######## design 1 ########
**Design 1: clock routing**

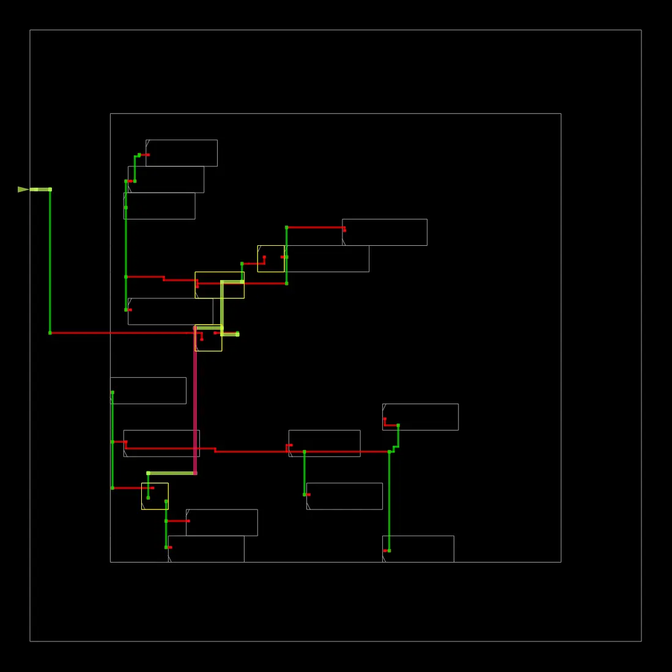
**Design 1: routed clock nets over the placement**

Scale bar: 20 um.
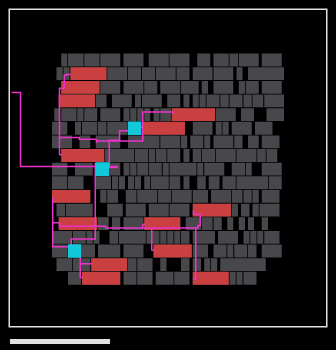
**Design 1: register map, names as in the netlist**

Scale bar: 20 um. Other sequential cells in the stronger grey, the rest of the logic in the fainter grey.
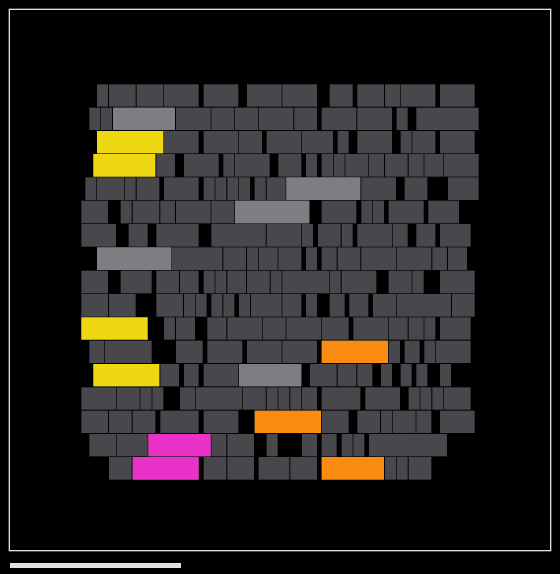
$ cat config.mk
export PLATFORM = sky130hd
export DESIGN_NAME = game_ctrl_fsm_v2
export DESIGN_NICKNAME = d
export VERILOG_FILES = /design/src/rtl/game_ctrl_fsm_v2.sv
export SDC_FILE = /design/constraint.sdc
export NUM_CORES = 1
export LEC_CHECK = 0
export ABC_AREA = 1
export CAP_MARGIN = 40
export CORE_MARGIN = 8
export CORE_UTILIZATION = 42
export CTS_CLUSTER_DIAMETER = 100
export CTS_CLUSTER_SIZE = 16
export DETAILED_ROUTE_END_ITERATION = 12
export PLACE_DENSITY = 0.74
export RECOVER_POWER = 25
export SLEW_MARGIN = 15
export SYNTH_ARGS = -nofsm -noshare
export SYNTH_HDL_FRONTEND = slang
export SYNTH_SLANG_ARGS = --single-unit
$ cat constraint.sdc
create_clock -name clock -period 1.4 [get_ports clock]
set_clock_uncertainty 0.15 [all_clocks]
set_input_delay 0.28 -clock clock [delete_from_list [all_inputs] [get_ports clock]]
set_output_delay 0.28 -clock clock [all_outputs]
set_load 0.005 [all_outputs]
$ cat src/rtl/game_ctrl_fsm_v2.sv
// Memory-game control FSM: setup, FPGA playback, user entry with tick-counted
// timeout, check, round advance, retry on failure and final result.
// Moore outputs drive the datapath resets/enables; status counters feed the display.
module game_ctrl_fsm_v2 #(
  parameter int unsigned MAX_ROUNDS    = 8,
  parameter int unsigned LIVES         = 3,
  parameter int unsigned TIMEOUT_TICKS = 5,
  parameter int unsigned ROUND_W       = $clog2(MAX_ROUNDS + 1),
  parameter int unsigned LIFE_W        = $clog2(LIVES + 1),
  parameter int unsigned TO_W          = $clog2(TIMEOUT_TICKS + 1)
) (
  input  logic               clock,
  input  logic               reset,
  input  logic               enter,
  input  logic               tick,
  input  logic               end_fpga,
  input  logic               end_user,
  input  logic               match,
  output logic               r1,
  output logic               r2,
  output logic               e1,
  output logic               e2,
  output logic               e3,
  output logic               e4,
  output logic               sel,
  output logic               replay,
  output logic               won,
  output logic [ROUND_W-1:0] round,
  output logic [LIFE_W-1:0]  lives_left,
  output logic [TO_W-1:0]    time_left
);

  localparam logic [2:0] INIT       = 3'd0;
  localparam logic [2:0] SETUP      = 3'd1;
  localparam logic [2:0] PLAY_FPGA  = 3'd2;
  localparam logic [2:0] PLAY_USER  = 3'd3;
  localparam logic [2:0] CHECK      = 3'd4;
  localparam logic [2:0] NEXT_ROUND = 3'd5;
  localparam logic [2:0] RETRY      = 3'd6;
  localparam logic [2:0] RESULT     = 3'd7;

  localparam logic [ROUND_W-1:0] RoundMax  = ROUND_W'(MAX_ROUNDS);
  localparam logic [ROUND_W-1:0] RoundLast = ROUND_W'(MAX_ROUNDS - 1);
  localparam logic [LIFE_W-1:0]  LivesMax  = LIFE_W'(LIVES);
  localparam logic [LIFE_W-1:0]  LifeOne   = LIFE_W'(1);
  localparam logic [TO_W-1:0]    TimerMax  = TO_W'(TIMEOUT_TICKS);

  logic [2:0]         r_state;
  logic [ROUND_W-1:0] r_round;
  logic [LIFE_W-1:0]  r_lives;
  logic [TO_W-1:0]    r_timer;
  logic               r_won;
  logic               r_enter_q;

  logic [2:0]         w_state_d;
  logic [ROUND_W-1:0] w_round_d;
  logic [LIFE_W-1:0]  w_lives_d;
  logic [TO_W-1:0]    w_timer_d;
  logic               w_won_d;
  logic               w_enter_p;

  assign w_enter_p = enter & ~r_enter_q;

  // Next-state and counter updates; each state only looks at the inputs it consumes.
  always_comb begin
    w_state_d = r_state;
    w_round_d = r_round;
    w_lives_d = r_lives;
    w_timer_d = r_timer;
    w_won_d   = r_won;
    case (r_state)
      INIT: begin
        w_state_d = SETUP;
        w_round_d = '0;
        w_lives_d = LivesMax;
        w_timer_d = '0;
        w_won_d   = 1'b0;
      end
      SETUP: begin
        if (w_enter_p) w_state_d = PLAY_FPGA;
      end
      PLAY_FPGA: begin
        if (end_fpga) begin
          w_state_d = PLAY_USER;
          w_timer_d = '0;
        end
      end
      PLAY_USER: begin
        // A finished entry beats expiry; a tick in a leaving cycle is dropped.
        if (end_user) begin
          w_state_d = CHECK;
        end else if (r_timer >= TimerMax) begin
          w_state_d = RETRY;
        end else if (tick) begin
          w_timer_d = r_timer + TO_W'(1);
        end
      end
      CHECK: begin
        w_state_d = match ? NEXT_ROUND : RETRY;
      end
      NEXT_ROUND: begin
        if (r_round < RoundMax) w_round_d = r_round + ROUND_W'(1);
        if (r_round >= RoundLast) begin
          w_state_d = RESULT;
          w_won_d   = 1'b1;
        end else begin
          w_state_d = PLAY_FPGA;
        end
      end
      RETRY: begin
        if (r_lives != '0) w_lives_d = r_lives - LifeOne;
        if (r_lives <= LifeOne) begin
          w_state_d = RESULT;
          w_won_d   = 1'b0;
        end else begin
          w_state_d = PLAY_FPGA;
        end
      end
      RESULT: begin
        if (w_enter_p) w_state_d = INIT;
      end
      default: w_state_d = INIT;
    endcase
  end

  // State and counter registers; synchronous reset wins over everything.
  always_ff @(posedge clock) begin
    if (reset) begin
      r_state   <= INIT;
      r_round   <= '0;
      r_lives   <= LivesMax;
      r_timer   <= '0;
      r_won     <= 1'b0;
      r_enter_q <= 1'b0;
    end else begin
      r_state   <= w_state_d;
      r_round   <= w_round_d;
      r_lives   <= w_lives_d;
      r_timer   <= w_timer_d;
      r_won     <= w_won_d;
      r_enter_q <= enter;
    end
  end

  // Moore decode of datapath controls from the current state.
  always_comb begin
    r1     = 1'b0;
    r2     = 1'b0;
    e1     = 1'b0;
    e2     = 1'b0;
    e3     = 1'b0;
    e4     = 1'b0;
    sel    = 1'b0;
    replay = 1'b0;
    case (r_state)
      INIT: begin
        r1 = 1'b1;
        r2 = 1'b1;
      end
      SETUP:      e1     = 1'b1;
      PLAY_FPGA:  e3     = 1'b1;
      PLAY_USER:  e2     = 1'b1;
      CHECK:      e4     = 1'b1;
      NEXT_ROUND: r2     = 1'b1;
      RETRY:      replay = 1'b1;
      RESULT:     sel    = 1'b1;
      default:    ;
    endcase
  end

  assign won        = r_won;
  assign round      = r_round;
  assign lives_left = r_lives;
  assign time_left  = TimerMax - r_timer;

endmodule

==> Changelog: implementation <==
### Changed

* Outcome: finished with violations
* EDFF count, synth at 0
* 1st-pass router iterations at 4
* Final worst-path setup slack at -280 ps
* # setup viols final at 21
* Synth Instances at ~150
* GR met3 Demand/Resource at 0.0323
* Well Taps at 28
* Ys Warns at 0
* Failing checks: negative setup slack
* Critical path type: flip-flop to output pin
* Combinational Area at roughly 800 um^2
* Global-route wire length before repair at 5850 um
* Commonest Layout Cell: buf_4
* Final Instance Area at between 1500 and 2000 um^2
* Final hold violation count at 0
* Slew Limit Headroom at 0.788
Notes on 'clock routing' of design 1 above:
clk latency late pin: 300 ps
clock-net power: 0.000306 W
final sequential cell count: 14
clock buffer count in the final layout: 4
CTS buffer count: 3

Notes on 'routed clock nets over the placement' of design 1 above:
[cyan] clock-net drivers | count: 3
[magenta] clock wires | length: 197 um
[red] flip-flops | count: 14
routed clock nets: 4
Clock power frac: 0.078

Notes on 'register map, names as in the netlist' of design 1 above:
| colour | signal | flops |
|---|---|---|
| orange | `r_timer` | 3 |
| yellow | `round` | 4 |
| magenta | `lives_left` | 2 |
not coloured: 5
Seq area share: 0.158
final core utilization: 0.882

==> what timing repair did <==
item                                    CTS  global route
buffers inserted                         21             3
pin swaps                                22            26
gates resized                           120            51
cloned                                    0             0
endpoints found under the setup margin   31            24
endpoints found under the hold margin     0             0
hold buffers                              0             0
==> registers in the layout (all words and copies together) (netlist names) <==
signal      cells
round           4
r_state         3
r_timer         3
lives_left      2
r_enter_q       1
won             1
==> report_power, final <==
part           leakage, nW  internal [W]  switching [W]
Clock               0.0210      0.000159       0.000147
Combinational        0.817       0.00141        0.00157
Sequential           0.118      0.000516      0.0000963
Total                0.956       0.00209        0.00182
==> worst max-delay path, cell delays in order (launching register included) <==
cell     delay [ps]
dfxtp_4         370
buf_6           120
nor2_4          170
nand2_4          90
nand2_2         110
buf_6           100
==> worst paths after layout <==
path	startpoint	endpoint	depth (start not counted)
setup / recovery	r_state[2]$_SDFFE_PP0P_	r2	5
hold reg to reg	won$_SDFFE_PP0P_	won$_SDFFE_PP0P_	2
hold / removal	won$_SDFFE_PP0P_	won$_SDFFE_PP0P_	2
setup reg to reg	r_state[0]$_SDFFE_PP0P_	r_state[0]$_SDFFE_PP0P_	9

######## design 2 ########
**Design 2: routed clock nets over the placement**

Scale bar: 20 um.
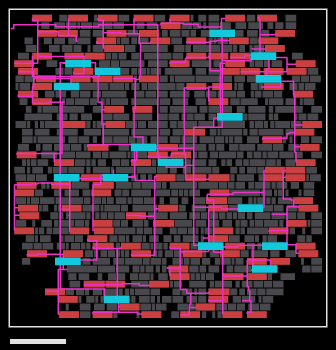
**Design 2: cells coloured by class**

Fill, decap, tap and diode cells in grey.
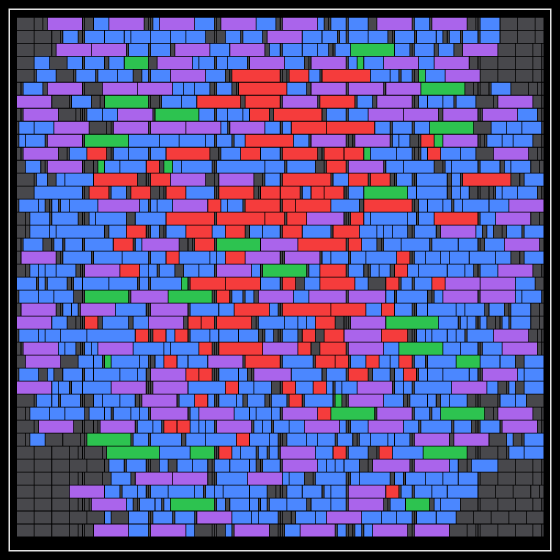
--- config.mk ---
export PLATFORM = sky130hd
export DESIGN_NAME = instr_fetch
export DESIGN_NICKNAME = d
export VERILOG_FILES = /design/src/rtl/cpu_pkg.sv /design/src/rtl/fetch_pc_sel.sv /design/src/rtl/instr_fetch.sv
export SDC_FILE = /design/constraint.sdc
export NUM_CORES = 1
export LEC_CHECK = 0
export ABC_AREA = 0
export ABC_CLOCK_PERIOD_IN_PS = 1700
export CORE_UTILIZATION = 50
export CTS_CLUSTER_SIZE = 20
export DETAILED_ROUTE_END_ITERATION = 6
export DONT_BUFFER_PORTS = 1
export GPL_TIMING_DRIVEN = 1
export PLACE_DENSITY = 0.68
export SETUP_SLACK_MARGIN = 0.4
export SLEW_MARGIN = 20
export SYNTH_ARGS = -nofsm -noshare
export SYNTH_HDL_FRONTEND = slang
export SYNTH_HIERARCHICAL = 1
export SYNTH_SLANG_ARGS = --single-unit
--- constraint.sdc ---
create_clock -name clk -period 1.7 [get_ports clk]
set_input_delay 0.255 -clock clk [delete_from_list [all_inputs] [get_ports clk]]
set_output_delay 0.255 -clock clk [all_outputs]
set_load 0.01 [all_outputs]
--- src/rtl/cpu_pkg.sv ---
// rtl/cpu_pkg.sv - shared types and constants for the fetch stage
package cpu_pkg;

  localparam int INSTR_W = 32;
  localparam logic [31:0] RESET_PC_DEFAULT = 32'h0000_0000;

  typedef enum logic {
    FETCH = 1'b0,
    WAIT  = 1'b1
  } fetch_state_t;

endpackage

--- src/rtl/fetch_pc_sel.sv ---
// rtl/fetch_pc_sel.sv - redirect priority mux, target alignment and sequential PC increment
module fetch_pc_sel #(
  parameter int ADDR_W = 32
) (
  input  logic              branch_taken,
  input  logic [ADDR_W-1:0] branch_target,
  input  logic              jump,
  input  logic [ADDR_W-1:0] jump_target,
  input  logic [ADDR_W-1:0] seq_pc,
  output logic              redirect,
  output logic [ADDR_W-1:0] redirect_pc,
  output logic [ADDR_W-1:0] seq_pc_plus4
);

  logic [ADDR_W-1:0] raw_target;

  always_comb begin
    redirect     = jump | branch_taken;
    raw_target   = jump ? jump_target : branch_target;
    redirect_pc  = {raw_target[ADDR_W-1:2], 2'b00};
    // Wraps modulo 2^ADDR_W by construction.
    seq_pc_plus4 = seq_pc + ADDR_W'(4);
  end

endmodule

--- src/rtl/instr_fetch.sv ---
// rtl/instr_fetch.sv - fetch stage: owns the PC, one outstanding imem read, registered ins to decode
module instr_fetch
  import cpu_pkg::*;
#(
  parameter int                ADDR_W   = 32,
  parameter logic [ADDR_W-1:0] RESET_PC = ADDR_W'(RESET_PC_DEFAULT)
) (
  input  logic               clk,
  input  logic               reset,
  output logic               imem_req,
  output logic [ADDR_W-1:0]  imem_addr,
  input  logic               imem_ready,
  input  logic               imem_rvalid,
  input  logic [INSTR_W-1:0] imem_rdata,
  input  logic               stall,
  input  logic               branch_taken,
  input  logic [ADDR_W-1:0]  branch_target,
  input  logic               jump,
  input  logic [ADDR_W-1:0]  jump_target,
  output logic [INSTR_W-1:0] ins,
  output logic [ADDR_W-1:0]  ins_pc,
  output logic               ins_valid
);

  fetch_state_t       state_q, state_d;
  logic [ADDR_W-1:0]  pc_q, pc_d;
  logic [ADDR_W-1:0]  inflight_pc_q, inflight_pc_d;
  logic               drop_q, drop_d;
  logic [INSTR_W-1:0] ins_q, ins_d;
  logic [ADDR_W-1:0]  ins_pc_q, ins_pc_d;
  logic               ins_valid_q, ins_valid_d;

  logic               redirect;
  logic [ADDR_W-1:0]  redirect_pc;
  logic [ADDR_W-1:0]  inflight_pc_plus4;
  logic               accept;

  fetch_pc_sel #(.ADDR_W(ADDR_W)) u_pc_sel (
    .branch_taken  (branch_taken),
    .branch_target (branch_target),
    .jump          (jump),
    .jump_target   (jump_target),
    .seq_pc        (inflight_pc_q),
    .redirect      (redirect),
    .redirect_pc   (redirect_pc),
    .seq_pc_plus4  (inflight_pc_plus4)
  );

  // A held, stalled instruction blocks the next request so ins never gets overwritten.
  always_comb begin
    imem_req  = (state_q == FETCH) & (~ins_valid_q | ~stall) & ~reset;
    imem_addr = pc_q;
    accept    = imem_req & imem_ready;
  end

  always_comb begin
    state_d       = state_q;
    pc_d          = pc_q;
    inflight_pc_d = inflight_pc_q;
    drop_d        = drop_q;
    ins_d         = ins_q;
    ins_pc_d      = ins_pc_q;
    ins_valid_d   = ins_valid_q & stall;

    case (state_q)
      FETCH: begin
        if (accept) begin
          state_d       = WAIT;
          inflight_pc_d = pc_q;
          drop_d        = redirect;
        end
      end
      WAIT: begin
        if (imem_rvalid) begin
          state_d = FETCH;
          drop_d  = 1'b0;
          if (!drop_q && !redirect) begin
            ins_d       = imem_rdata;
            ins_pc_d    = inflight_pc_q;
            ins_valid_d = 1'b1;
            pc_d        = inflight_pc_plus4;
          end
        end else if (redirect) begin
          drop_d = 1'b1;
        end
      end
      default: state_d = FETCH;
    endcase

    // Redirect flushes the held instruction even under stall.
    if (redirect) begin
      pc_d        = redirect_pc;
      ins_valid_d = 1'b0;
    end
  end

  always_ff @(posedge clk) begin
    if (reset) begin
      state_q       <= FETCH;
      pc_q          <= RESET_PC;
      inflight_pc_q <= '0;
      drop_q        <= 1'b0;
      ins_q         <= '0;
      ins_pc_q      <= '0;
      ins_valid_q   <= 1'b0;
    end else begin
      state_q       <= state_d;
      pc_q          <= pc_d;
      inflight_pc_q <= inflight_pc_d;
      drop_q        <= drop_d;
      ins_q         <= ins_d;
      ins_pc_q      <= ins_pc_d;
      ins_valid_q   <= ins_valid_d;
    end
  end

  assign ins       = ins_q;
  assign ins_pc    = ins_pc_q;
  assign ins_valid = ins_valid_q;

endmodule

==> Changelog: implementation <==
### Changed

* CTS Buffer Depth at 2
* WHS at -91.1 ps
* Number of diodes at 0
* Outcome: finished with violations
* Final hold violation count at roughly 67
* CTS tree: yes
* Hold Crit Depth at 1
* Sequential share of the synthesized area at 0.425
* # setup viols final at 16
* Final worst-path setup slack at -289 ps
* Final clock-cell share at 0.0585
* Final Power at 0.00803 W
* Syn avg cell area at about 8.3 um^2
* Simple-Gate Area Share at 0.217
* Rows at 40
* Inverters excl. clock at 35
* Reg2Reg Setup Slack at -290 ps
* Failing checks: negative hold slack, negative setup slack
* Multi-input gates at 511
* Gate power share at 0.124
* Floorplan utilization at 0.513
* Mux share at 0.0548
* Area delta synth->final at 59.9%
* H-Tree Depth at 4
About 'routed clock nets over the placement' of design 2:
[cyan] clock-net drivers | count: 17
[red] flip-flops | count: 131
[magenta] clock wires | length: 1750 um
flops lie: all over the die

About 'cells coloured by class' of design 2:
| colour | class | cells |
|---|---|---|
| blue | remaining logic cells | 546 |
| green | clock drivers and dummy loads | 32 |
| purple | sequential cells | 131 |
| red | remaining buffers and delay cells | 111 |

[worst max-delay path, stage by stage, from the launching register on]
cell and delay, ps:
dfxtp_4 360, and4_4 230, and4_4 230, buf_6 110, nand4_1 120, xnor2_1 210
nor3_1 80, a2111oi_0 490
[worst max path at each step]
stage / from / endpoint / depth (start not counted)
2_1_floorplan: inflight_pc_q[4]$_SDFFE_PP0P_ / imem_addr[11]$_SDFFE_PP0P_ / 7
3_3_place_gp: inflight_pc_q[2]$_SDFFE_PP0P_ / imem_addr[26]$_SDFFE_PP0P_ / 7
3_5_place_dp: inflight_pc_q[2]$_SDFFE_PP0P_ / imem_addr[23]$_SDFFE_PP0P_ / 7
4_1_cts: inflight_pc_q[2]$_SDFFE_PP0P_ / imem_addr[11]$_SDFFE_PP0P_ / 7
5_1_grt: inflight_pc_q[2]$_SDFFE_PP0P_ / imem_addr[31]$_SDFFE_PP0P_ / 7
6_report: inflight_pc_q[2]$_SDFFE_PP0P_ / imem_addr[31]$_SDFFE_PP0P_ / 7
[sequential cells by signal, summed over array words and instances (netlist names)]
name           count
drop_q             1
imem_addr         32
inflight_pc_q     32
ins               32
ins_pc            32
ins_valid          1
state_q            1

######## design 3 ########
**src/rtl/dll_lock_monitor.sv**
```systemverilog
// DLL lock monitor: qualifies SAR delay codes against a reference and declares or drops lock.
// Optional watchdog enabled by defining DLL_LKD_TIMEOUT_EN; default build has no watchdog.
module dll_lock_monitor #(
    parameter int LOCK_CNT = 8,
    parameter int TOL      = 2,
    parameter int TIMEOUT  = 1024
) (
    input  logic       clk_ext,
    input  logic       rst,
    input  logic       en,
    input  logic       code_valid,
    input  logic [9:0] code_in,
    output logic [9:0] code_out,
    output logic       lock,
    output logic       lock_lost,
    output logic       timeout,
    output logic [1:0] state
);

    // state   | meaning
    // ST_IDLE | monitor disabled or waiting for first code
    // ST_ACQ  | counting consecutive in-tolerance codes
    // ST_LOCK | locked; in-tolerance codes are frozen out
    typedef enum logic [1:0] {
        ST_IDLE = 2'b00,
        ST_ACQ  = 2'b01,
        ST_LOCK = 2'b10
    } state_t;

    if (LOCK_CNT < 2 || LOCK_CNT > 255) begin : g_bad_lock_cnt
        $error("LOCK_CNT out of range 2..255");
    end
    if (TOL < 0 || TOL > 1023) begin : g_bad_tol
        $error("TOL out of range 0..1023");
    end
    if (TIMEOUT < 2 || TIMEOUT > 65535) begin : g_bad_timeout
        $error("TIMEOUT out of range 2..65535");
    end

    state_t      state_q;
    logic [9:0]  code_ref_q;
    logic [9:0]  code_out_q;
    logic [7:0]  cnt_q;
    logic        lock_q;
    logic        lock_lost_q;

    logic [10:0] delta_d;
    logic        in_tol_d;
    logic [7:0]  cnt_d;
    logic        reach_lock_d;

    // 11-bit unsigned difference so 0 vs 1023 yields 1023, not a wrapped 1
    always_comb begin
        delta_d = 11'd0;
        if (code_in >= code_ref_q) begin
            delta_d = {1'b0, code_in} - {1'b0, code_ref_q};
        end else begin
            delta_d = {1'b0, code_ref_q} - {1'b0, code_in};
        end
    end

    assign in_tol_d     = (delta_d <= 11'(TOL));
    assign cnt_d        = (cnt_q == 8'hFF) ? cnt_q : cnt_q + 8'd1;
    assign reach_lock_d = (({1'b0, cnt_q} + 9'd1) == 9'(LOCK_CNT));

`ifdef DLL_LKD_TIMEOUT_EN
    logic [15:0] wdog_q;
    logic        timeout_q;
    logic        wdog_exp_d;

    assign wdog_exp_d = (wdog_q == 16'(TIMEOUT - 1));
`endif

    always_ff @(posedge clk_ext or posedge rst) begin
        if (rst) begin
            state_q     <= ST_IDLE;
            code_ref_q  <= 10'd0;
            code_out_q  <= 10'd0;
            cnt_q       <= 8'd0;
            lock_q      <= 1'b0;
            lock_lost_q <= 1'b0;
`ifdef DLL_LKD_TIMEOUT_EN
            wdog_q      <= 16'd0;
            timeout_q   <= 1'b0;
`endif
        end else begin
            lock_lost_q <= 1'b0;
`ifdef DLL_LKD_TIMEOUT_EN
            timeout_q   <= 1'b0;
`endif
            if (!en) begin
                state_q <= ST_IDLE;
                lock_q  <= 1'b0;
                cnt_q   <= 8'd0;
`ifdef DLL_LKD_TIMEOUT_EN
                wdog_q  <= 16'd0;
`endif
            end else begin
                case (state_q)
                    ST_IDLE: begin
                        if (code_valid) begin
                            code_ref_q <= code_in;
                            code_out_q <= code_in;
                            cnt_q      <= 8'd1;
                            state_q    <= ST_ACQ;
`ifdef DLL_LKD_TIMEOUT_EN
                            wdog_q     <= 16'd0;
`endif
                        end
                    end
                    ST_ACQ: begin
                        if (code_valid) begin
                            code_out_q <= code_in;
`ifdef DLL_LKD_TIMEOUT_EN
                            wdog_q     <= 16'd0;
`endif
                            if (in_tol_d) begin
                                cnt_q <= cnt_d;
                                if (reach_lock_d) begin
                                    state_q <= ST_LOCK;
                                    lock_q  <= 1'b1;
                                end
                            end else begin
                                code_ref_q <= code_in;
                                cnt_q      <= 8'd1;
                            end
                        end
`ifdef DLL_LKD_TIMEOUT_EN
                        else if (wdog_exp_d) begin
                            state_q   <= ST_IDLE;
                            timeout_q <= 1'b1;
                            lock_q    <= 1'b0;
                            cnt_q     <= 8'd0;
                            wdog_q    <= 16'd0;
                        end else begin
                            wdog_q <= wdog_q + 16'd1;
                        end
`endif
                    end
                    ST_LOCK: begin
                        if (code_valid) begin
`ifdef DLL_LKD_TIMEOUT_EN
                            wdog_q <= 16'd0;
`endif
                            // in-tolerance codes leave code_out/code_ref frozen
                            if (!in_tol_d) begin
                                lock_q      <= 1'b0;
                                lock_lost_q <= 1'b1;
                                code_ref_q  <= code_in;
                                code_out_q  <= code_in;
                                cnt_q       <= 8'd1;
                                state_q     <= ST_ACQ;
                            end
                        end
`ifdef DLL_LKD_TIMEOUT_EN
                        else if (wdog_exp_d) begin
                            state_q   <= ST_IDLE;
                            timeout_q <= 1'b1;
                            lock_q    <= 1'b0;
                            cnt_q     <= 8'd0;
                            wdog_q    <= 16'd0;
                        end else begin
                            wdog_q <= wdog_q + 16'd1;
                        end
`endif
                    end
                    default: begin
                        state_q <= ST_IDLE;
                        lock_q  <= 1'b0;
                        cnt_q   <= 8'd0;
                    end
                endcase
            end
        end
    end

    assign code_out  = code_out_q;
    assign lock      = lock_q;
    assign lock_lost = lock_lost_q;
    assign state     = state_q;
`ifdef DLL_LKD_TIMEOUT_EN
    assign timeout   = timeout_q;
`else
    assign timeout   = 1'b0;
`endif

endmodule

```
**config.mk**
```make
export PLATFORM = sky130hd
export DESIGN_NAME = dll_lock_monitor
export DESIGN_NICKNAME = d
export VERILOG_FILES = /design/src/rtl/dll_lock_monitor.sv
export SDC_FILE = /design/constraint.sdc
export NUM_CORES = 1
export LEC_CHECK = 0
export ABC_AREA = 1
export CORE_MARGIN = 4
export CORE_UTILIZATION = 50
export CTS_BUF_LIST = sky130_fd_sc_hd__clkbuf_4 sky130_fd_sc_hd__clkbuf_8
export CTS_CLUSTER_SIZE = 25
export DETAILED_ROUTE_END_ITERATION = 7
export PLACE_DENSITY_LB_ADDON = 0.3
export SLEW_MARGIN = 20
export SYNTH_ARGS = -nofsm -noshare
export SYNTH_HDL_FRONTEND = slang
export SYNTH_SLANG_ARGS = --single-unit
```
**constraint.sdc**
```tcl
create_clock -name clk_ext -period 6.8 [get_ports clk_ext]
set_input_delay 0.68 -clock clk_ext [delete_from_list [all_inputs] [get_ports clk_ext]]
set_output_delay 0.68 -clock clk_ext [all_outputs]
set_load 0.05 [all_outputs]
```
**Design 3: signal wires by layer**

Scale bar: 20 um. Two of the layers only.
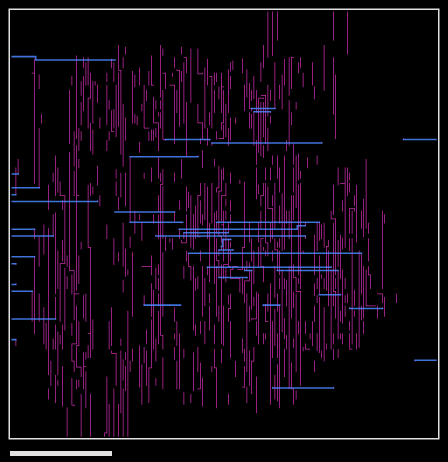
| colour | layer | wire length |
|---|---|---|
| magenta | M2 | 3030 um |
| blue | M3 | 360 um |

**Design 3: clock routing**

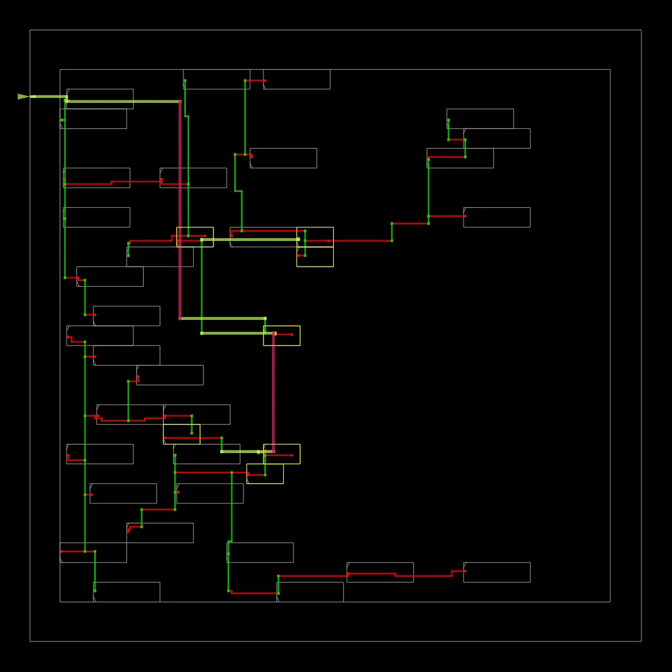
final sequential cell count: 32
CTS buffer count: 5
skew final: 5.43 ps
clk latency late pin: 280 ps
clock-net power: 0.000159 W

==> Changelog: implementation <==
### Changed

* Antenna Nets Post-Route at 0
* Initial antenna violation count at 0
* Hold-critical path endpoint: code_out[2]$_DFFE_PP0P_
* Data arrival, critical path at 3540 ps
* Max Slew Vio Count at 0
* Top cell type by total area after synthesis: dfrtp_1
* Main synth FF type: dfrtp_1
* WL met2 at 3030 um
* Critical path type: input port to flip-flop
* Number of diodes at 0
* Simple-Gate Area Share at 0.398
* CP max stage cell: clkdlybuf4s50_1
* Ys Warns at 0
* EDFF count, synth at 0
* Largest fanout on the critical path at 20
* Outcome: finished, final reports clean
* # setup viols final at 0
* Maximum vdd ir drop at 0.288 mV
* Crit path max-delay family: simple AND/OR/NAND/NOR gates
* Area leader share at 0.275
* Critical path origin: code_in[0]
* Worst Path Buf+Inv at 3
* Top Layout Cells: nand2_1, inv_1, nand3_1, dfrtp_1, clkdlybuf4s50_1
* Mapped Nets at slightly below 500
* Mux share at 0
* Area delta synth->final at 14.1%
* Max Clk Rate at about 300 MHz
* PwrDens at around 430 nW/um^2
* Sequential share of the synthesized area at 0.275
* Reg2reg end: cnt_q[5]$_DFFE_PP0P_
* Synth async-reset ratio at 1.00
* CTS Buffer Depth at 2
* R2R cell count at 18
* DIE AREA at 7110 um^2
* Reg2Reg Setup Slack at 3950 ps
* Met2 usage at 0.321
power breakdown:
part / switching, W / leakage, nW / internal, W
logic: 0.000637 / 1.40 / 0.000315
registers: 0.0000539 / 0.411 / 0.000257
clock network: 0.0000688 / 0.0503 / 0.0000901
total: 0.000760 / 1.86 / 0.000662
per-stage QoR:
| step | instance area [um^2] | std cells | worst slack [ps] | hold slack, ps |
|---|---|---|---|---|
| after floorplan | 2910 | 454 | 4040 | 477 |
| after global routing | 3320 | 554 | 2920 | 507 |
| final | 3320 | 554 | 3400 | 480 |
| after global placement | 3230 | 547 | 3080 | 458 |
| after CTS | 3320 | 554 | 3380 | 482 |
| after detailed placement | 3230 | 547 | 3080 | 466 |
final cells by class:
type	instances	area (um^2)	share of cell area
inverters	77	289	0.0869
multi-input cells	337	1760	0.530
repair buffers	29	285	0.0858
flip-flops and latches	32	801	0.241
well taps	72	90.1	0.0271
clock buffers	7	96.3	0.0290
kinds of logic (layout without fill, tap and decap cells):
logic type	count (synthesis)	count (layout)
fa+ha+maj	27	27
buf+inv	85	113
simple gates	268	268
xor+xnor	9	9
other cells	1	1
compound gates	32	32
flops	32	32

######## design 4 ########
--- src/rtl/pipe_ctrl_hazard.sv ---
// pipe_ctrl_hazard
//   Pipeline control for a five-stage MIPS datapath. It carries the control
//   word, destination register and valid bit from ID through EX, MEM and WB.
//   It detects load-use hazards and drives the PC/nPC/IF-ID load enables and
//   the bubble select. It also produces the ID-stage forwarding selects.
//
// Optional feature macro: PIPE_PERF_CNT_EN
//   When defined, it enables the stall and retired-instruction counters.
//   When undefined, both counter outputs are tied to 0.
//
// Ports
//   clk, reset                 clock, asynchronous active-high reset
//   id_ctrl/id_valid           ID control word and valid bit
//   id_rs/id_rt/id_rd          ID register fields (id_rd = resolved destination)
//   id_uses_rs/id_uses_rt      operand usage flags
//   id_is_store                the instruction in ID is a store
//   flush                      squash the instruction in ID
//   ex_*/mem_*/wb_*            registered stage ctrl, rd and valid
//   pc_le/npc_le/if_id_le      load enables (0 while stalled)
//   cu_s                       1 = inject a zero control word into EX
//   fwd_a/fwd_b/fwd_st         00 RF, 01 EX, 10 MEM, 11 WB
//   stall_count/retired_count  performance counters
module pipe_ctrl_hazard #(
  parameter int CTRL_W    = 18,
  parameter int RA_W      = 5,
  parameter int RF_EN_BIT = 8,
  parameter int LOAD_BIT  = 9,
  parameter int CNT_W     = 16
) (
  input  logic              clk,
  input  logic              reset,
  input  logic [CTRL_W-1:0] id_ctrl,
  input  logic              id_valid,
  input  logic [RA_W-1:0]   id_rs,
  input  logic [RA_W-1:0]   id_rt,
  input  logic [RA_W-1:0]   id_rd,
  input  logic              id_uses_rs,
  input  logic              id_uses_rt,
  input  logic              id_is_store,
  input  logic              flush,
  output logic [CTRL_W-1:0] ex_ctrl,
  output logic [CTRL_W-1:0] mem_ctrl,
  output logic [CTRL_W-1:0] wb_ctrl,
  output logic [RA_W-1:0]   ex_rd,
  output logic [RA_W-1:0]   mem_rd,
  output logic [RA_W-1:0]   wb_rd,
  output logic              ex_valid,
  output logic              mem_valid,
  output logic              wb_valid,
  output logic              pc_le,
  output logic              npc_le,
  output logic              if_id_le,
  output logic              cu_s,
  output logic [1:0]        fwd_a,
  output logic [1:0]        fwd_b,
  output logic [1:0]        fwd_st,
  output logic [CNT_W-1:0]  stall_count,
  output logic [CNT_W-1:0]  retired_count
);

  logic [CTRL_W-1:0] ex_ctrl_q, ex_ctrl_d, mem_ctrl_q, mem_ctrl_d, wb_ctrl_q, wb_ctrl_d;
  logic [RA_W-1:0]   ex_rd_q, ex_rd_d, mem_rd_q, mem_rd_d, wb_rd_q, wb_rd_d;
  logic              ex_valid_q, ex_valid_d, mem_valid_q, mem_valid_d, wb_valid_q, wb_valid_d;

  logic ex_wr, mem_wr, wb_wr;
  logic lu, stall;

  // Forwarding select for one operand. EX has priority over MEM, and MEM over WB.
  // Register 0 never matches.
  function automatic logic [1:0] fwd_sel(
    input logic [RA_W-1:0] r,
    input logic            e_wr, input logic [RA_W-1:0] e_rd,
    input logic            m_wr, input logic [RA_W-1:0] m_rd,
    input logic            w_wr, input logic [RA_W-1:0] w_rd
  );
    logic [1:0] sel;
    sel = 2'b00;
    if (r != '0) begin
      if (e_wr && e_rd == r)      sel = 2'b01;
      else if (m_wr && m_rd == r) sel = 2'b10;
      else if (w_wr && w_rd == r) sel = 2'b11;
    end
    return sel;
  endfunction

  always_comb begin
    ex_wr  = ex_ctrl_q[RF_EN_BIT]  & ex_valid_q  & (ex_rd_q  != '0);
    mem_wr = mem_ctrl_q[RF_EN_BIT] & mem_valid_q & (mem_rd_q != '0);
    wb_wr  = wb_ctrl_q[RF_EN_BIT]  & wb_valid_q  & (wb_rd_q  != '0);

    // A store's rt is excluded here because it is forwarded from MEM instead.
    lu = ex_ctrl_q[LOAD_BIT] & ex_wr & id_valid &
         ((id_uses_rs & (id_rs == ex_rd_q)) |
          (id_uses_rt & ~id_is_store & (id_rt == ex_rd_q)));
    stall = lu & ~flush;

    cu_s     = stall | flush;
    pc_le    = ~stall;
    npc_le   = ~stall;
    if_id_le = ~stall;

    fwd_a  = fwd_sel(id_rs, ex_wr, ex_rd_q, mem_wr, mem_rd_q, wb_wr, wb_rd_q);
    fwd_b  = 2'b00;
    fwd_st = 2'b00;
    if (id_is_store) fwd_st = fwd_sel(id_rt, ex_wr, ex_rd_q, mem_wr, mem_rd_q, wb_wr, wb_rd_q);
    else             fwd_b  = fwd_sel(id_rt, ex_wr, ex_rd_q, mem_wr, mem_rd_q, wb_wr, wb_rd_q);
  end

  always_comb begin
    ex_ctrl_d   = cu_s ? '0 : id_ctrl;
    ex_rd_d     = id_rd;
    ex_valid_d  = id_valid & ~cu_s;
    mem_ctrl_d  = ex_ctrl_q;
    mem_rd_d    = ex_rd_q;
    mem_valid_d = ex_valid_q;
    wb_ctrl_d   = mem_ctrl_q;
    wb_rd_d     = mem_rd_q;
    wb_valid_d  = mem_valid_q;
  end

  always_ff @(posedge clk or posedge reset) begin
    if (reset) begin
      ex_ctrl_q   <= '0;
      mem_ctrl_q  <= '0;
      wb_ctrl_q   <= '0;
      ex_rd_q     <= '0;
      mem_rd_q    <= '0;
      wb_rd_q     <= '0;
      ex_valid_q  <= 1'b0;
      mem_valid_q <= 1'b0;
      wb_valid_q  <= 1'b0;
    end else begin
      ex_ctrl_q   <= ex_ctrl_d;
      mem_ctrl_q  <= mem_ctrl_d;
      wb_ctrl_q   <= wb_ctrl_d;
      ex_rd_q     <= ex_rd_d;
      mem_rd_q    <= mem_rd_d;
      wb_rd_q     <= wb_rd_d;
      ex_valid_q  <= ex_valid_d;
      mem_valid_q <= mem_valid_d;
      wb_valid_q  <= wb_valid_d;
    end
  end

  assign ex_ctrl   = ex_ctrl_q;
  assign mem_ctrl  = mem_ctrl_q;
  assign wb_ctrl   = wb_ctrl_q;
  assign ex_rd     = ex_rd_q;
  assign mem_rd    = mem_rd_q;
  assign wb_rd     = wb_rd_q;
  assign ex_valid  = ex_valid_q;
  assign mem_valid = mem_valid_q;
  assign wb_valid  = wb_valid_q;

`ifdef PIPE_PERF_CNT_EN
  logic [CNT_W-1:0] stall_cnt_q, stall_cnt_d, retired_cnt_q, retired_cnt_d;

  // Both counters wrap naturally modulo 2^CNT_W.
  always_comb begin
    stall_cnt_d   = stall_cnt_q + (stall ? CNT_W'(1) : CNT_W'(0));
    retired_cnt_d = retired_cnt_q + (wb_valid_q ? CNT_W'(1) : CNT_W'(0));
  end

  always_ff @(posedge clk or posedge reset) begin
    if (reset) begin
      stall_cnt_q   <= '0;
      retired_cnt_q <= '0;
    end else begin
      stall_cnt_q   <= stall_cnt_d;
      retired_cnt_q <= retired_cnt_d;
    end
  end

  assign stall_count   = stall_cnt_q;
  assign retired_count = retired_cnt_q;
`else
  assign stall_count   = '0;
  assign retired_count = '0;
`endif

endmodule

--- config.mk ---
export PLATFORM = sky130hd
export DESIGN_NAME = pipe_ctrl_hazard
export DESIGN_NICKNAME = d
export VERILOG_FILES = /design/src/rtl/pipe_ctrl_hazard.sv
export SDC_FILE = /design/constraint.sdc
export NUM_CORES = 1
export LEC_CHECK = 0
export ABC_AREA = 1
export CAP_MARGIN = 20
export CELL_PAD_IN_SITES_DETAIL_PLACEMENT = 0
export CELL_PAD_IN_SITES_GLOBAL_PLACEMENT = 1
export CORE_UTILIZATION = 26
export DETAILED_ROUTE_END_ITERATION = 6
export PLACE_DENSITY_LB_ADDON = 0.1
export SYNTH_ARGS = -nofsm -noshare
export SYNTH_HDL_FRONTEND = slang
export SYNTH_SLANG_ARGS = --single-unit
--- constraint.sdc ---
create_clock -name clk -period 2.2 [get_ports clk]
set_clock_uncertainty 0.15 [all_clocks]
set_input_delay 0.44 -clock clk [delete_from_list [all_inputs] [get_ports clk]]
set_output_delay 0.44 -clock clk [all_outputs]
set_load 0.02 [all_outputs]
==> Changelog: implementation <==
### Changed

* IO buf count at between 100 and 150
* Final core utilization at 0.435
* Drc violations at 0
* Outcome: finished with violations
* EDFF count, synth at 0
* Die width at around 110 um
* Critical path, cell by cell: buf_6 > inv_4 > nand2_2 > nand4_1 > a21oi_1 > nand3_1 > nand2b_4 > nand2_2 > buf_6
* Hold Path Class: flip-flop to flip-flop
* Nets@finish at 481
* Top Ports at 154
* Final worst-path setup slack at -84.9 ps
* Vias in the first global route at 2324
* Routed met3 length at approximately 710 um
* WL final at about 7500 um
* Ys Warns at 0
* Failing checks: negative setup slack
* Cell Count, Final, Fillers Out at between 500 and 600
* CTS buffer count at 9
* Mapped Area at about 2900 um^2
* Inverters excl. clock at roughly 47
* Largest cell class by area: registers
* Yosys stat area at around 2900 um^2
* Floorplan utilization at 0.268
* Final HPWL DP at approximately 5700 um
* # setup viols final at 10
* Syn avg cell area at between 10 and 15 um^2
* RSZ-0062 raised after global routing: yes
* Repair and plain buffers at roughly 150
* Hold_buf cts at 0
* Clk latency late pin at ~350 ps
* Main synth FF type: dfrtp_1
* Final clock-cell share at 0.0452
* FF/Latch Area at ~1800 um^2
* Num Clock Sinks at 72
* Reg2reg end: ex_ctrl[1]$_DFF_PP0_
* WL met2 at roughly 3800 um
* 1st-pass router iterations at 4
* Top routing layer used: met4
* Seq area share at 0.381
* Element type at the critical path end: output pin
* Number of logged tool warnings at 28
[registers in the layout, indices dropped and copies added, names as in the netlist]
name	cells
ex_rd	5
wb_valid	1
wb_rd	5
ex_ctrl	18
mem_rd	5
mem_valid	1
mem_ctrl	18
ex_valid	1
wb_ctrl	18
[report_power, final]
| group | leakage, nW | switching, W | internal (W) |
|---|---|---|---|
| logic | 1.33 | 0.000313 | 0.000261 |
| registers | 0.907 | 0.0000405 | 0.00139 |
| clock network | 0.102 | 0.000526 | 0.000592 |
| total | 2.34 | 0.000879 | 0.00224 |
[cell usage in the layout (no fill, tap or decap), drive strengths merged]
cell / synthesis / routed
xnor2: 5 / 5
nand2b: 1 / 1
nor2: 38 / 38
conb: 1 / 32
clkbuf: 0 / 11
clkdlybuf4s50: 0 / 99
clkinv: 0 / 1
dlygate4sd2: 0 / 10
nand4: 11 / 11
nand2: 50 / 50
buf: 36 / 44
a21oi: 4 / 4
clkinvlp: 0 / 3
bufinv: 0 / 1
dfrtp: 72 / 72
dlymetal6s2s: 0 / 1
nand3: 6 / 6
inv: 47 / 47
xor2: 10 / 10
**Design 4: register map, names as in the netlist**

Scale bar: 20 um. Other sequential cells in the stronger grey, the rest of the logic in the fainter grey.
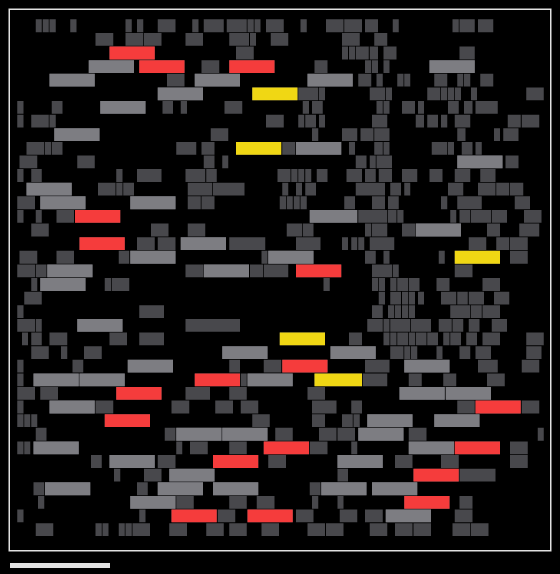
| colour | signal | flops |
|---|---|---|
| yellow | `ex_rd` | 5 |
| red | `wb_ctrl` | 18 |


######## design 5 ########
**Design 5: cells coloured by class**

Fill, decap, tap and diode cells in grey.
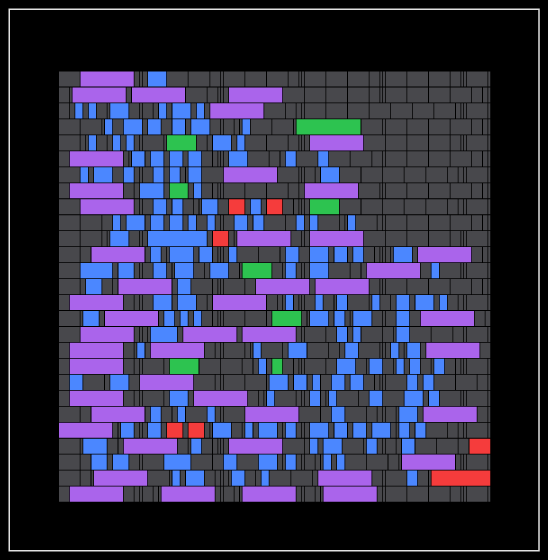
<file path="src/rtl/switch_debounce.sv">
// -----------------------------------------------------------------------------
// switch_debounce
//   Conditions two raw mechanical switch inputs for downstream logic.
//   Each input is synchronised through two flops. A new level is accepted only
//   after the synchronised input has disagreed with the current clean level
//   for DEBOUNCE_CYCLES consecutive clocks. The block emits clean levels,
//   one-cycle edge pulses and the AND of the two clean levels.
//
// Parameters
//   DEBOUNCE_CYCLES  consecutive disagreeing clocks needed to accept a level (>= 1)
//   CNT_W            counter width, derived from DEBOUNCE_CYCLES
//
// Ports
//   clk      system clock, rising edge
//   rst_n    asynchronous active-low reset
//   in_a     raw switch A (asynchronous, may bounce)
//   in_b     raw switch B (asynchronous, may bounce)
//   sw_a     debounced level of A
//   sw_b     debounced level of B
//   rise_a   one-cycle pulse when sw_a goes 0->1
//   fall_a   one-cycle pulse when sw_a goes 1->0
//   rise_b   one-cycle pulse when sw_b goes 0->1
//   fall_b   one-cycle pulse when sw_b goes 1->0
//   out      sw_a & sw_b
// -----------------------------------------------------------------------------
module switch_debounce #(
  parameter int unsigned DEBOUNCE_CYCLES = 250000,
  parameter int unsigned CNT_W           = $clog2(DEBOUNCE_CYCLES + 1)
) (
  input  logic clk,
  input  logic rst_n,
  input  logic in_a,
  input  logic in_b,
  output logic sw_a,
  output logic sw_b,
  output logic rise_a,
  output logic fall_a,
  output logic rise_b,
  output logic fall_b,
  output logic out
);

  localparam int unsigned NCH = 2;

  // Count value at which the disagreement has lasted DEBOUNCE_CYCLES clocks.
  localparam logic [CNT_W-1:0] CNT_LAST = CNT_W'(DEBOUNCE_CYCLES - 1);

  logic [NCH-1:0] raw;
  logic [NCH-1:0] s1;
  logic [NCH-1:0] s2;
  logic [NCH-1:0] lvl;
  logic [NCH-1:0] rise_r;
  logic [NCH-1:0] fall_r;
  logic [CNT_W-1:0] cnt [NCH];

  // Bit 0 is channel A, bit 1 is channel B.
  assign raw = {in_b, in_a};

  // Two-flop synchroniser plus per-channel stability filter and pulse regs.
  always_ff @(posedge clk or negedge rst_n) begin
    if (!rst_n) begin
      s1     <= '0;
      s2     <= '0;
      lvl    <= '0;
      rise_r <= '0;
      fall_r <= '0;
      for (int i = 0; i < NCH; i++) begin
        cnt[i] <= '0;
      end
    end else begin
      s1     <= raw;
      s2     <= s1;
      rise_r <= '0;
      fall_r <= '0;
      for (int i = 0; i < NCH; i++) begin
        if (s2[i] == lvl[i]) begin
          // Any cycle of agreement restarts the stability window.
          cnt[i] <= '0;
        end else if (cnt[i] == CNT_LAST) begin
          // Disagreement held long enough: accept the new level.
          lvl[i]    <= s2[i];
          cnt[i]    <= '0;
          rise_r[i] <= s2[i];
          fall_r[i] <= ~s2[i];
        end else begin
          cnt[i] <= cnt[i] + CNT_W'(1);
        end
      end
    end
  end

  assign sw_a   = lvl[0];
  assign sw_b   = lvl[1];
  assign rise_a = rise_r[0];
  assign fall_a = fall_r[0];
  assign rise_b = rise_r[1];
  assign fall_b = fall_r[1];

  // Combinational AND of the registered clean levels.
  assign out = lvl[0] & lvl[1];

endmodule
</file>
<file path="config.mk">
export PLATFORM = sky130hd
export DESIGN_NAME = switch_debounce
export DESIGN_NICKNAME = d
export VERILOG_FILES = /design/src/rtl/switch_debounce.sv
export SDC_FILE = /design/constraint.sdc
export NUM_CORES = 1
export LEC_CHECK = 0
export CELL_PAD_IN_SITES_DETAIL_PLACEMENT = 1
export CELL_PAD_IN_SITES_GLOBAL_PLACEMENT = 2
export CORE_AREA = 8 8 82 84
export CTS_CLUSTER_DIAMETER = 50
export DETAILED_ROUTE_END_ITERATION = 8
export DIE_AREA = 0 0 90 92
export DONT_BUFFER_PORTS = 1
export GPL_ROUTABILITY_DRIVEN = 0
export PLACE_DENSITY = 0.8
export SYNTH_ARGS = -nofsm -noshare
export SYNTH_HDL_FRONTEND = slang
export SYNTH_SLANG_ARGS = --single-unit
</file>
<file path="constraint.sdc">
create_clock -name clk -period 2.2 [get_ports clk]
set_input_delay 0.33 -clock clk [delete_from_list [all_inputs] [get_ports clk]]
set_output_delay 0.33 -clock clk [all_outputs]
set_load 0.005 [all_outputs]
</file>
==> Changelog: implementation <==
### Changed

* Outcome: finished, final reports clean
* Max Slew Vio Count at 0
* Top Layout Cells: dfrtp_1, nor2_1, xnor2_1, nand4_1, nand3_1
* Synth async-reset ratio at 1.00
* Slew Limit Headroom at 0.678
* Yosys stat area at 2150 um^2
* WHS at around 53 ps
* Main synth FF type: dfrtp_1
* EDFF count, synth at 0
* Hold-critical path endpoint: s1[0]$_DFF_PN0_
* Syn avg cell area at about 10 um^2
* Inverters excl. clock at 4
* Initial antenna violation count at 0
* Synth top cell by count: dfrtp_1
* Well Taps at about 72
* Data buffer area share at 0.0312
* Clock slew at reported path FFs at roughly 80 ps
* Worst slew pin tran at 479 ps
* Root Buffer: clkbuf_8
* Largest cell class by area: registers
* Sequential share of the synthesized area at 0.535
* Critical path, cell by cell: or4_4 > or4_4 > mux2_4
* Layout cells sized above 1 at 0.102
* Critical path type: flip-flop to flip-flop
* GRT Util Overall at 0.116
* Global-route wire length before repair at 7880 um
* Vias per cell at 5.40
* Ys Warns at 0
* Place WS at between 200 and 250 ps
* Critical path origin: cnt[29]$_DFF_PN0_
* Area delta synth->final at 11.9%
* Worst Path Buf+Inv at 0
* # setup viols final at 0
* Hold Path Class: input port to flip-flop
* Startpoint types: flip-flop
* 1st-pass router iterations at 4
* Resize count post-CTS at 0
* Multi-input gates at approximately 150
* FF/Latch Area at around 1200 um^2
* Vias in the first global route at 1657
* Combinational Area at slightly below 1000 um^2
* DIE AREA at between 8000 and 9000 um^2
* Final hold violation count at 0
* Antenna Nets Post-Route at 0
Notes on 'cells coloured by class' of design 5 above:
| colour | class | cells |
|---|---|---|
| blue | remaining logic cells | 155 |
| purple | sequential cells | 46 |
| green | clock drivers and dummy loads | 8 |
| red | remaining buffers and delay cells | 7 |
Seq area share: 0.478
Rows: 27
Final Instance Area: 2410 um^2
final core utilization: 0.445

[power breakdown]
group          switching (W)  leakage (nW)  total [W]  internal, W
Clock               0.000300        0.0585   0.000640     0.000341
Sequential         0.0000116         0.629   0.000869     0.000857
Combinational      0.0000357         0.300  0.0000588    0.0000231
[flip-flops by register name (all words and copies together), names as in the netlist]
name	flops
fall_r	2
lvl	2
s1	2
rise_r	2
cnt	36
s2	2
[logic make-up (layout without fill, tap and decap cells)]
logic type,after synthesis,in the layout,share of synthesized area
simple gates,105,105,0.265
flops,46,46,0.535
xor+xnor,28,28,0.114
compound gates,14,14,0.0448
buf+inv,9,19,0.0169
fa+ha+maj,2,2,0.0116
mux,2,2,0.0122
[per-layer routing]
layer / global-route usage / vias to the layer above / share of wire
met3: 0.0359 / 8 / 0.035
met4: 0.0485 / 0 / 0.017
met2: 0.183 / 18 / 0.47
met5: 0 / - / 0
li1: - / 749 / -
met1: 0.144 / 780 / 0.47
[metrics by stage]
stage	cells	cell area, um^2
2_1_floorplan	206	2150
3_3_place_gp	278	2260
3_5_place_dp	278	2260
4_1_cts	288	2410
5_1_grt	288	2410
6_report	288	2410

######## design 6 ########
--- src/rtl/cnn_layer_feeder.sv ---
`default_nettype none
// =============================================================================
// cnn_layer_feeder : buffers one image and one filter, then streams a layer pass
//                    (Start, weights, pixels, latency gap, ReadEn window, done).
// Optional macro FEEDER_WR_ERR_EN adds the sticky wr_err flag.   Rev 1.0
// =============================================================================
module cnn_layer_feeder #(
   parameter int IMG_DIM  = 6,
   parameter int K        = 3,
   parameter int D        = 4,
   parameter int F        = 4,
   parameter int PIPE_LAT = 2
) (
   input  logic                     clk,
   input  logic                     rst,
   input  logic                     wr_en,
   input  logic                     wr_sel,
   input  logic [5:0]               wr_addr,
   input  logic [(D>F?D:F)-1:0]     wr_data,
   input  logic                     go,
   output logic                     busy,
   output logic                     done,
   output logic                     Start,
   output logic [D-1:0]             Image,
   output logic signed [F-1:0]      Filter,
   output logic                     ReadEn
`ifdef FEEDER_WR_ERR_EN
   ,
   output logic                     wr_err
`endif
);

   localparam int c_IMG_N = IMG_DIM * IMG_DIM;
   localparam int c_K2    = K * K;
   localparam int c_OUT_N = (IMG_DIM - K + 1) * (IMG_DIM - K + 1);
   localparam int c_M1    = (c_IMG_N > c_K2) ? c_IMG_N : c_K2;
   localparam int c_M2    = (c_OUT_N > PIPE_LAT) ? c_OUT_N : PIPE_LAT;
   localparam int c_MAX   = (c_M1 > c_M2) ? c_M1 : c_M2;
   localparam int c_CNT_W = $clog2(c_MAX + 1);
   localparam int c_IA_W  = $clog2(c_IMG_N);
   localparam int c_FA_W  = $clog2(c_K2);

   localparam logic [c_CNT_W-1:0] c_FILT_LAST = c_CNT_W'(c_K2 - 1);
   localparam logic [c_CNT_W-1:0] c_IMG_LAST  = c_CNT_W'(c_IMG_N - 1);
   localparam logic [c_CNT_W-1:0] c_LAT_LAST  = c_CNT_W'((PIPE_LAT > 0) ? PIPE_LAT - 1 : 0);
   localparam logic [c_CNT_W-1:0] c_READ_LAST = c_CNT_W'(c_OUT_N - 1);
   localparam logic [6:0]         c_IMG_DEPTH = 7'(c_IMG_N);
   localparam logic [6:0]         c_FLT_DEPTH = 7'(c_K2);

   localparam logic [2:0] c_IDLE  = 3'd0;
   localparam logic [2:0] c_START = 3'd1;
   localparam logic [2:0] c_FILT  = 3'd2;
   localparam logic [2:0] c_IMG   = 3'd3;
   localparam logic [2:0] c_WAIT  = 3'd4;
   localparam logic [2:0] c_READ  = 3'd5;
   localparam logic [2:0] c_DONE  = 3'd6;

   logic [2:0]          r_state, w_nstate;
   logic [c_CNT_W-1:0]  r_cnt, w_ncnt;
   logic [D-1:0]        r_img_mem  [0:c_IMG_N-1];
   logic signed [F-1:0] r_filt_mem [0:c_K2-1];

   logic w_idle, w_go_acc, w_img_ok, w_flt_ok, w_img_we, w_flt_we;

   assign w_idle   = (r_state == c_IDLE);
   assign w_go_acc = w_idle & go;
   assign w_img_ok = ({1'b0, wr_addr} < c_IMG_DEPTH);
   assign w_flt_ok = ({1'b0, wr_addr} < c_FLT_DEPTH);
   assign w_img_we = wr_en & w_idle & ~wr_sel & w_img_ok;
   assign w_flt_we = wr_en & w_idle &  wr_sel & w_flt_ok;

   // Counter restarts at 0 on every state change so passes never inherit a count.
   always_comb begin
      w_nstate = r_state;
      w_ncnt   = '0;
      case (r_state)
         c_IDLE:  if (go) w_nstate = c_START;
         c_START: w_nstate = c_FILT;
         c_FILT:  if (r_cnt == c_FILT_LAST) w_nstate = c_IMG;
                  else w_ncnt = r_cnt + 1'b1;
         c_IMG:   if (r_cnt == c_IMG_LAST) w_nstate = (PIPE_LAT == 0) ? c_READ : c_WAIT;
                  else w_ncnt = r_cnt + 1'b1;
         c_WAIT:  if (r_cnt == c_LAT_LAST) w_nstate = c_READ;
                  else w_ncnt = r_cnt + 1'b1;
         c_READ:  if (r_cnt == c_READ_LAST) w_nstate = c_DONE;
                  else w_ncnt = r_cnt + 1'b1;
         c_DONE:  w_nstate = c_IDLE;
         default: w_nstate = c_IDLE;
      endcase
   end

   // Outputs are loaded from the next state, so each one is a flop aligned with its state.
   always_ff @(posedge clk) begin
      if (rst) begin
         r_state <= c_IDLE;
         r_cnt   <= '0;
         busy    <= 1'b0;
         done    <= 1'b0;
         Start   <= 1'b0;
         ReadEn  <= 1'b0;
         Image   <= '0;
         Filter  <= '0;
      end else begin
         r_state <= w_nstate;
         r_cnt   <= w_ncnt;
         busy    <= (w_nstate != c_IDLE);
         done    <= (w_nstate == c_DONE);
         Start   <= (w_nstate == c_START);
         ReadEn  <= (w_nstate == c_READ);
         Image   <= (w_nstate == c_IMG)  ? r_img_mem[w_ncnt[c_IA_W-1:0]]  : '0;
         Filter  <= (w_nstate == c_FILT) ? r_filt_mem[w_ncnt[c_FA_W-1:0]] : '0;
      end
   end

   // Buffers are deliberately outside reset so an aborted pass keeps its data.
   always_ff @(posedge clk) begin
      if (w_img_we) r_img_mem[wr_addr[c_IA_W-1:0]] <= wr_data[D-1:0];
      if (w_flt_we) r_filt_mem[wr_addr[c_FA_W-1:0]] <= wr_data[F-1:0];
   end

`ifdef FEEDER_WR_ERR_EN
   logic w_wr_bad;
   assign w_wr_bad = wr_en & (~w_idle | (wr_sel ? ~w_flt_ok : ~w_img_ok));

   // A dropped write in the same cycle as go still leaves the flag set.
   always_ff @(posedge clk) begin
      if (rst)           wr_err <= 1'b0;
      else if (w_wr_bad) wr_err <= 1'b1;
      else if (w_go_acc) wr_err <= 1'b0;
   end
`else
   logic w_unused;
   assign w_unused = w_go_acc;
`endif

endmodule
`default_nettype wire

--- config.mk ---
export PLATFORM = sky130hd
export DESIGN_NAME = cnn_layer_feeder
export DESIGN_NICKNAME = d
export VERILOG_FILES = /design/src/rtl/cnn_layer_feeder.sv
export SDC_FILE = /design/constraint.sdc
export NUM_CORES = 1
export LEC_CHECK = 0
export CAP_MARGIN = 20
export CORE_ASPECT_RATIO = 1.5
export CORE_MARGIN = 2
export CORE_UTILIZATION = 30
export CTS_CLUSTER_SIZE = 25
export DETAILED_ROUTE_END_ITERATION = 10
export HOLD_SLACK_MARGIN = 0.02
export REMOVE_ABC_BUFFERS = 1
export SETUP_SLACK_MARGIN = 0.5
export SLEW_MARGIN = 20
export SYNTH_ARGS = -nofsm -noshare
export SYNTH_HDL_FRONTEND = slang
export SYNTH_SLANG_ARGS = --single-unit
--- constraint.sdc ---
create_clock -name clk -period 2.9 [get_ports clk]
set_input_delay 0.29 -clock clk [delete_from_list [all_inputs] [get_ports clk]]
set_output_delay 0.29 -clock clk [all_outputs]
set_load 0.005 [all_outputs]
**Design 6: clock routing**

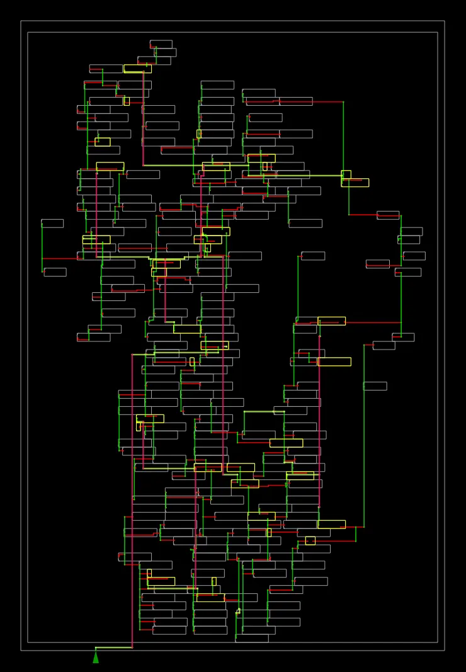
clk latency late pin: 500 ps
CTS buffer count: 20
Num Clock Sinks: 201
clock-net power: 0.00263 W
skew final: 5.16 ps

**Design 6: routed clock nets over the placement**

Scale bar: 50 um.
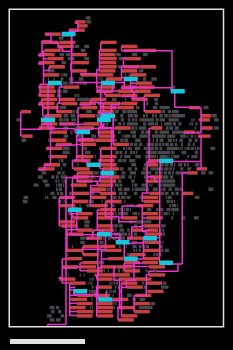
[magenta] clock wires | length: 2460 um
[cyan] clock-net drivers | count: 20
[red] flip-flops | count: 201
routed clock nets: 21

==> Changelog: implementation <==
### Changed

* Element type at the critical path end: flip-flop
* Largest non-sequential cell family by area: simple AND/OR/NAND/NOR gates
* Crit path time final at approximately 2700 ps
* Sw frac at 0.216
* RSZ-0062 raised after global routing: yes
* Hold-critical path endpoint: r_state[1]$_SDFF_PP0_
* R2R cell count at 11
* Clock power frac at 0.420
* Final Power at ~0.0063 W
* Reg2Reg Setup Slack at 230 ps
* Critical path depth in cells at 11
* FF/Latch Area at 5840 um^2
* Rows at roughly 75
* Seq group at roughly 0.0032 W
* Global-route wire length before repair at 33600 um
* Simple-Gate Area Share at 0.113
* Syn avg cell area at about 14 um^2
* Ys Warns at 0
* Adders+Majority by Area at 0.00733
* Outcome: finished, final reports clean
* Switching pwr at between 0.001 and 0.0015 W
* Vias at 5579
* Hold Path Class: input port to flip-flop
**Design 6: signal wires by layer**

Scale bar: 50 um. Two of the layers only.
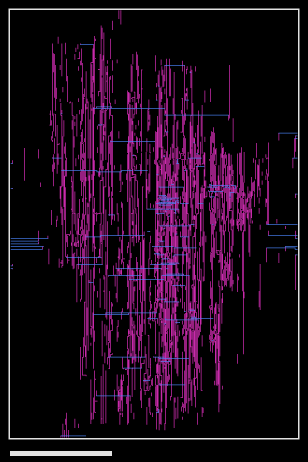
| colour | layer | wire length |
|---|---|---|
| magenta | M2 | 11600 um |
| blue | M3 | 874 um |
GRT Util Overall: 0.149
average wire per standard cell: 21.0 um
WL final: 22400 um

-- kinds of logic after synthesis --
group	after synthesis
xor gates and xnor gates	5
and+or+nand+nor	192
AOI/OAI and AO/OA	125
muxes	57
DFF	201
adders and majority gates	5
buffers and inverters	39
-- cells in the mapped netlist (5+ instances only) --
cell,number,share of area
nor3_1,11,0.0065
a21o_1,6,0.0053
edfxtp_1,180,0.63
ha_1,5,0.0073
o22ai_1,11,0.0081
mux2_2,10,0.013
or3_1,7,0.0051
nor2_1,80,0.035
o31ai_1,5,0.0044
clkbuf_1,10,0.0044
a31oi_1,7,0.0051
dfxtp_1,21,0.049
a21oi_1,23,0.013
nand3_1,22,0.013
nand3b_1,5,0.0044
nand2_1,27,0.012
inv_1,7,0.0031
buf_2,12,0.0070
nor3b_1,5,0.0044
o21ai_0,24,0.014
mux2i_1,47,0.055
nand2b_1,6,0.0044
-- per-stage QoR --
stage	setup WS [ps]	setup TNS, ps	hold slack (ps)	util	area [um^2]
3_3_place_gp	34.8	0	596	0.339	9470
6_report	232	0	496	0.385	10800
3_5_place_dp	25.6	0	602	0.339	9470
4_1_cts	346	0	475	0.380	10600
2_1_floorplan	-1020	-7960	362	-	8370
5_1_grt	177	0	529	0.385	10800


## Gallery

Cells coloured by class.
Fill, decap, tap and diode cells in grey.
picture 1
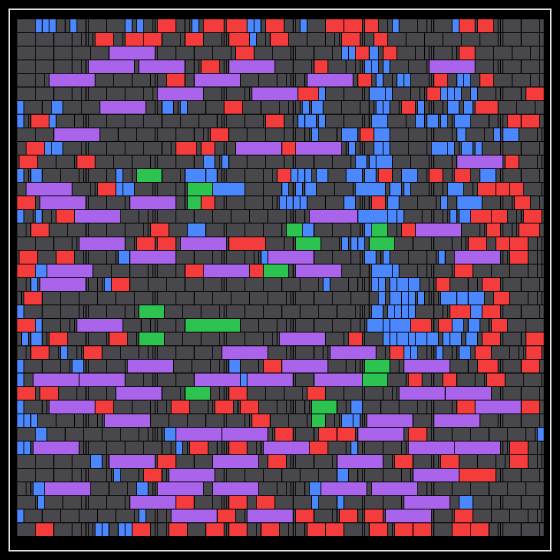
picture 2
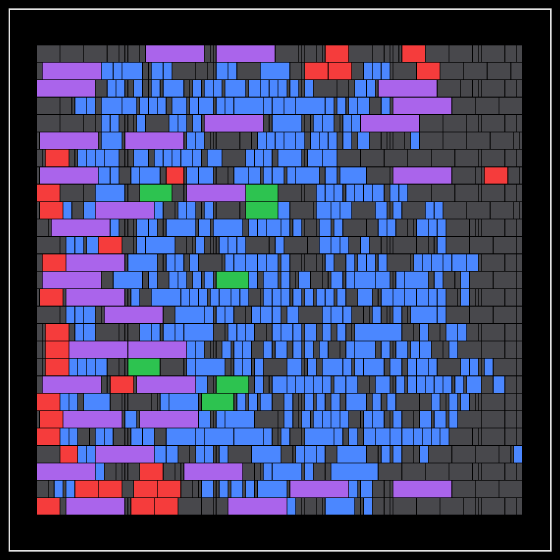
picture 3
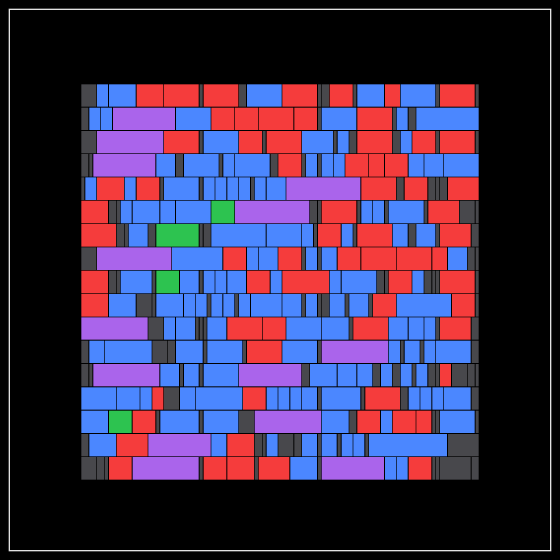
picture 4
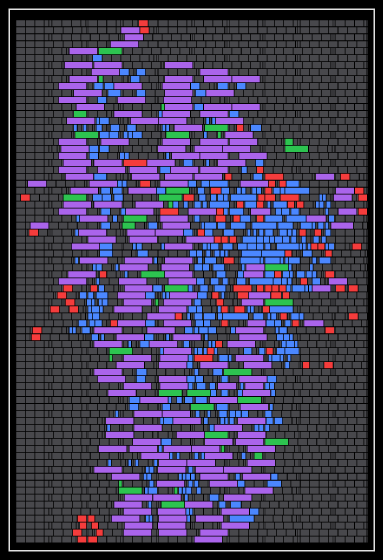
design 4 -> picture 1
design 1 -> picture 3
design 6 -> picture 4
design 3 -> picture 2
Of these, highest utilization: picture 3
Of these, most sequential cells: picture 4


==> notes/layouts.md <==
Pictures saved along the way, in no particular order.

Routed clock nets over the placement.
Scale bar: 20 um.
(a)
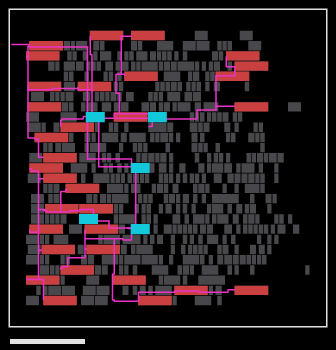
(b)
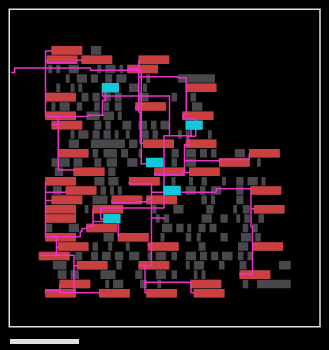
(c)
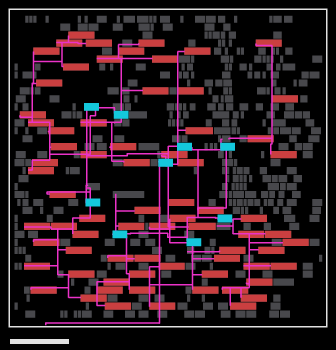
Design 4 is (c).
Design 3 is (a).
Design 5 is (b).
The one with the smallest die is (a).

Power and IR drop assume default switching activity.
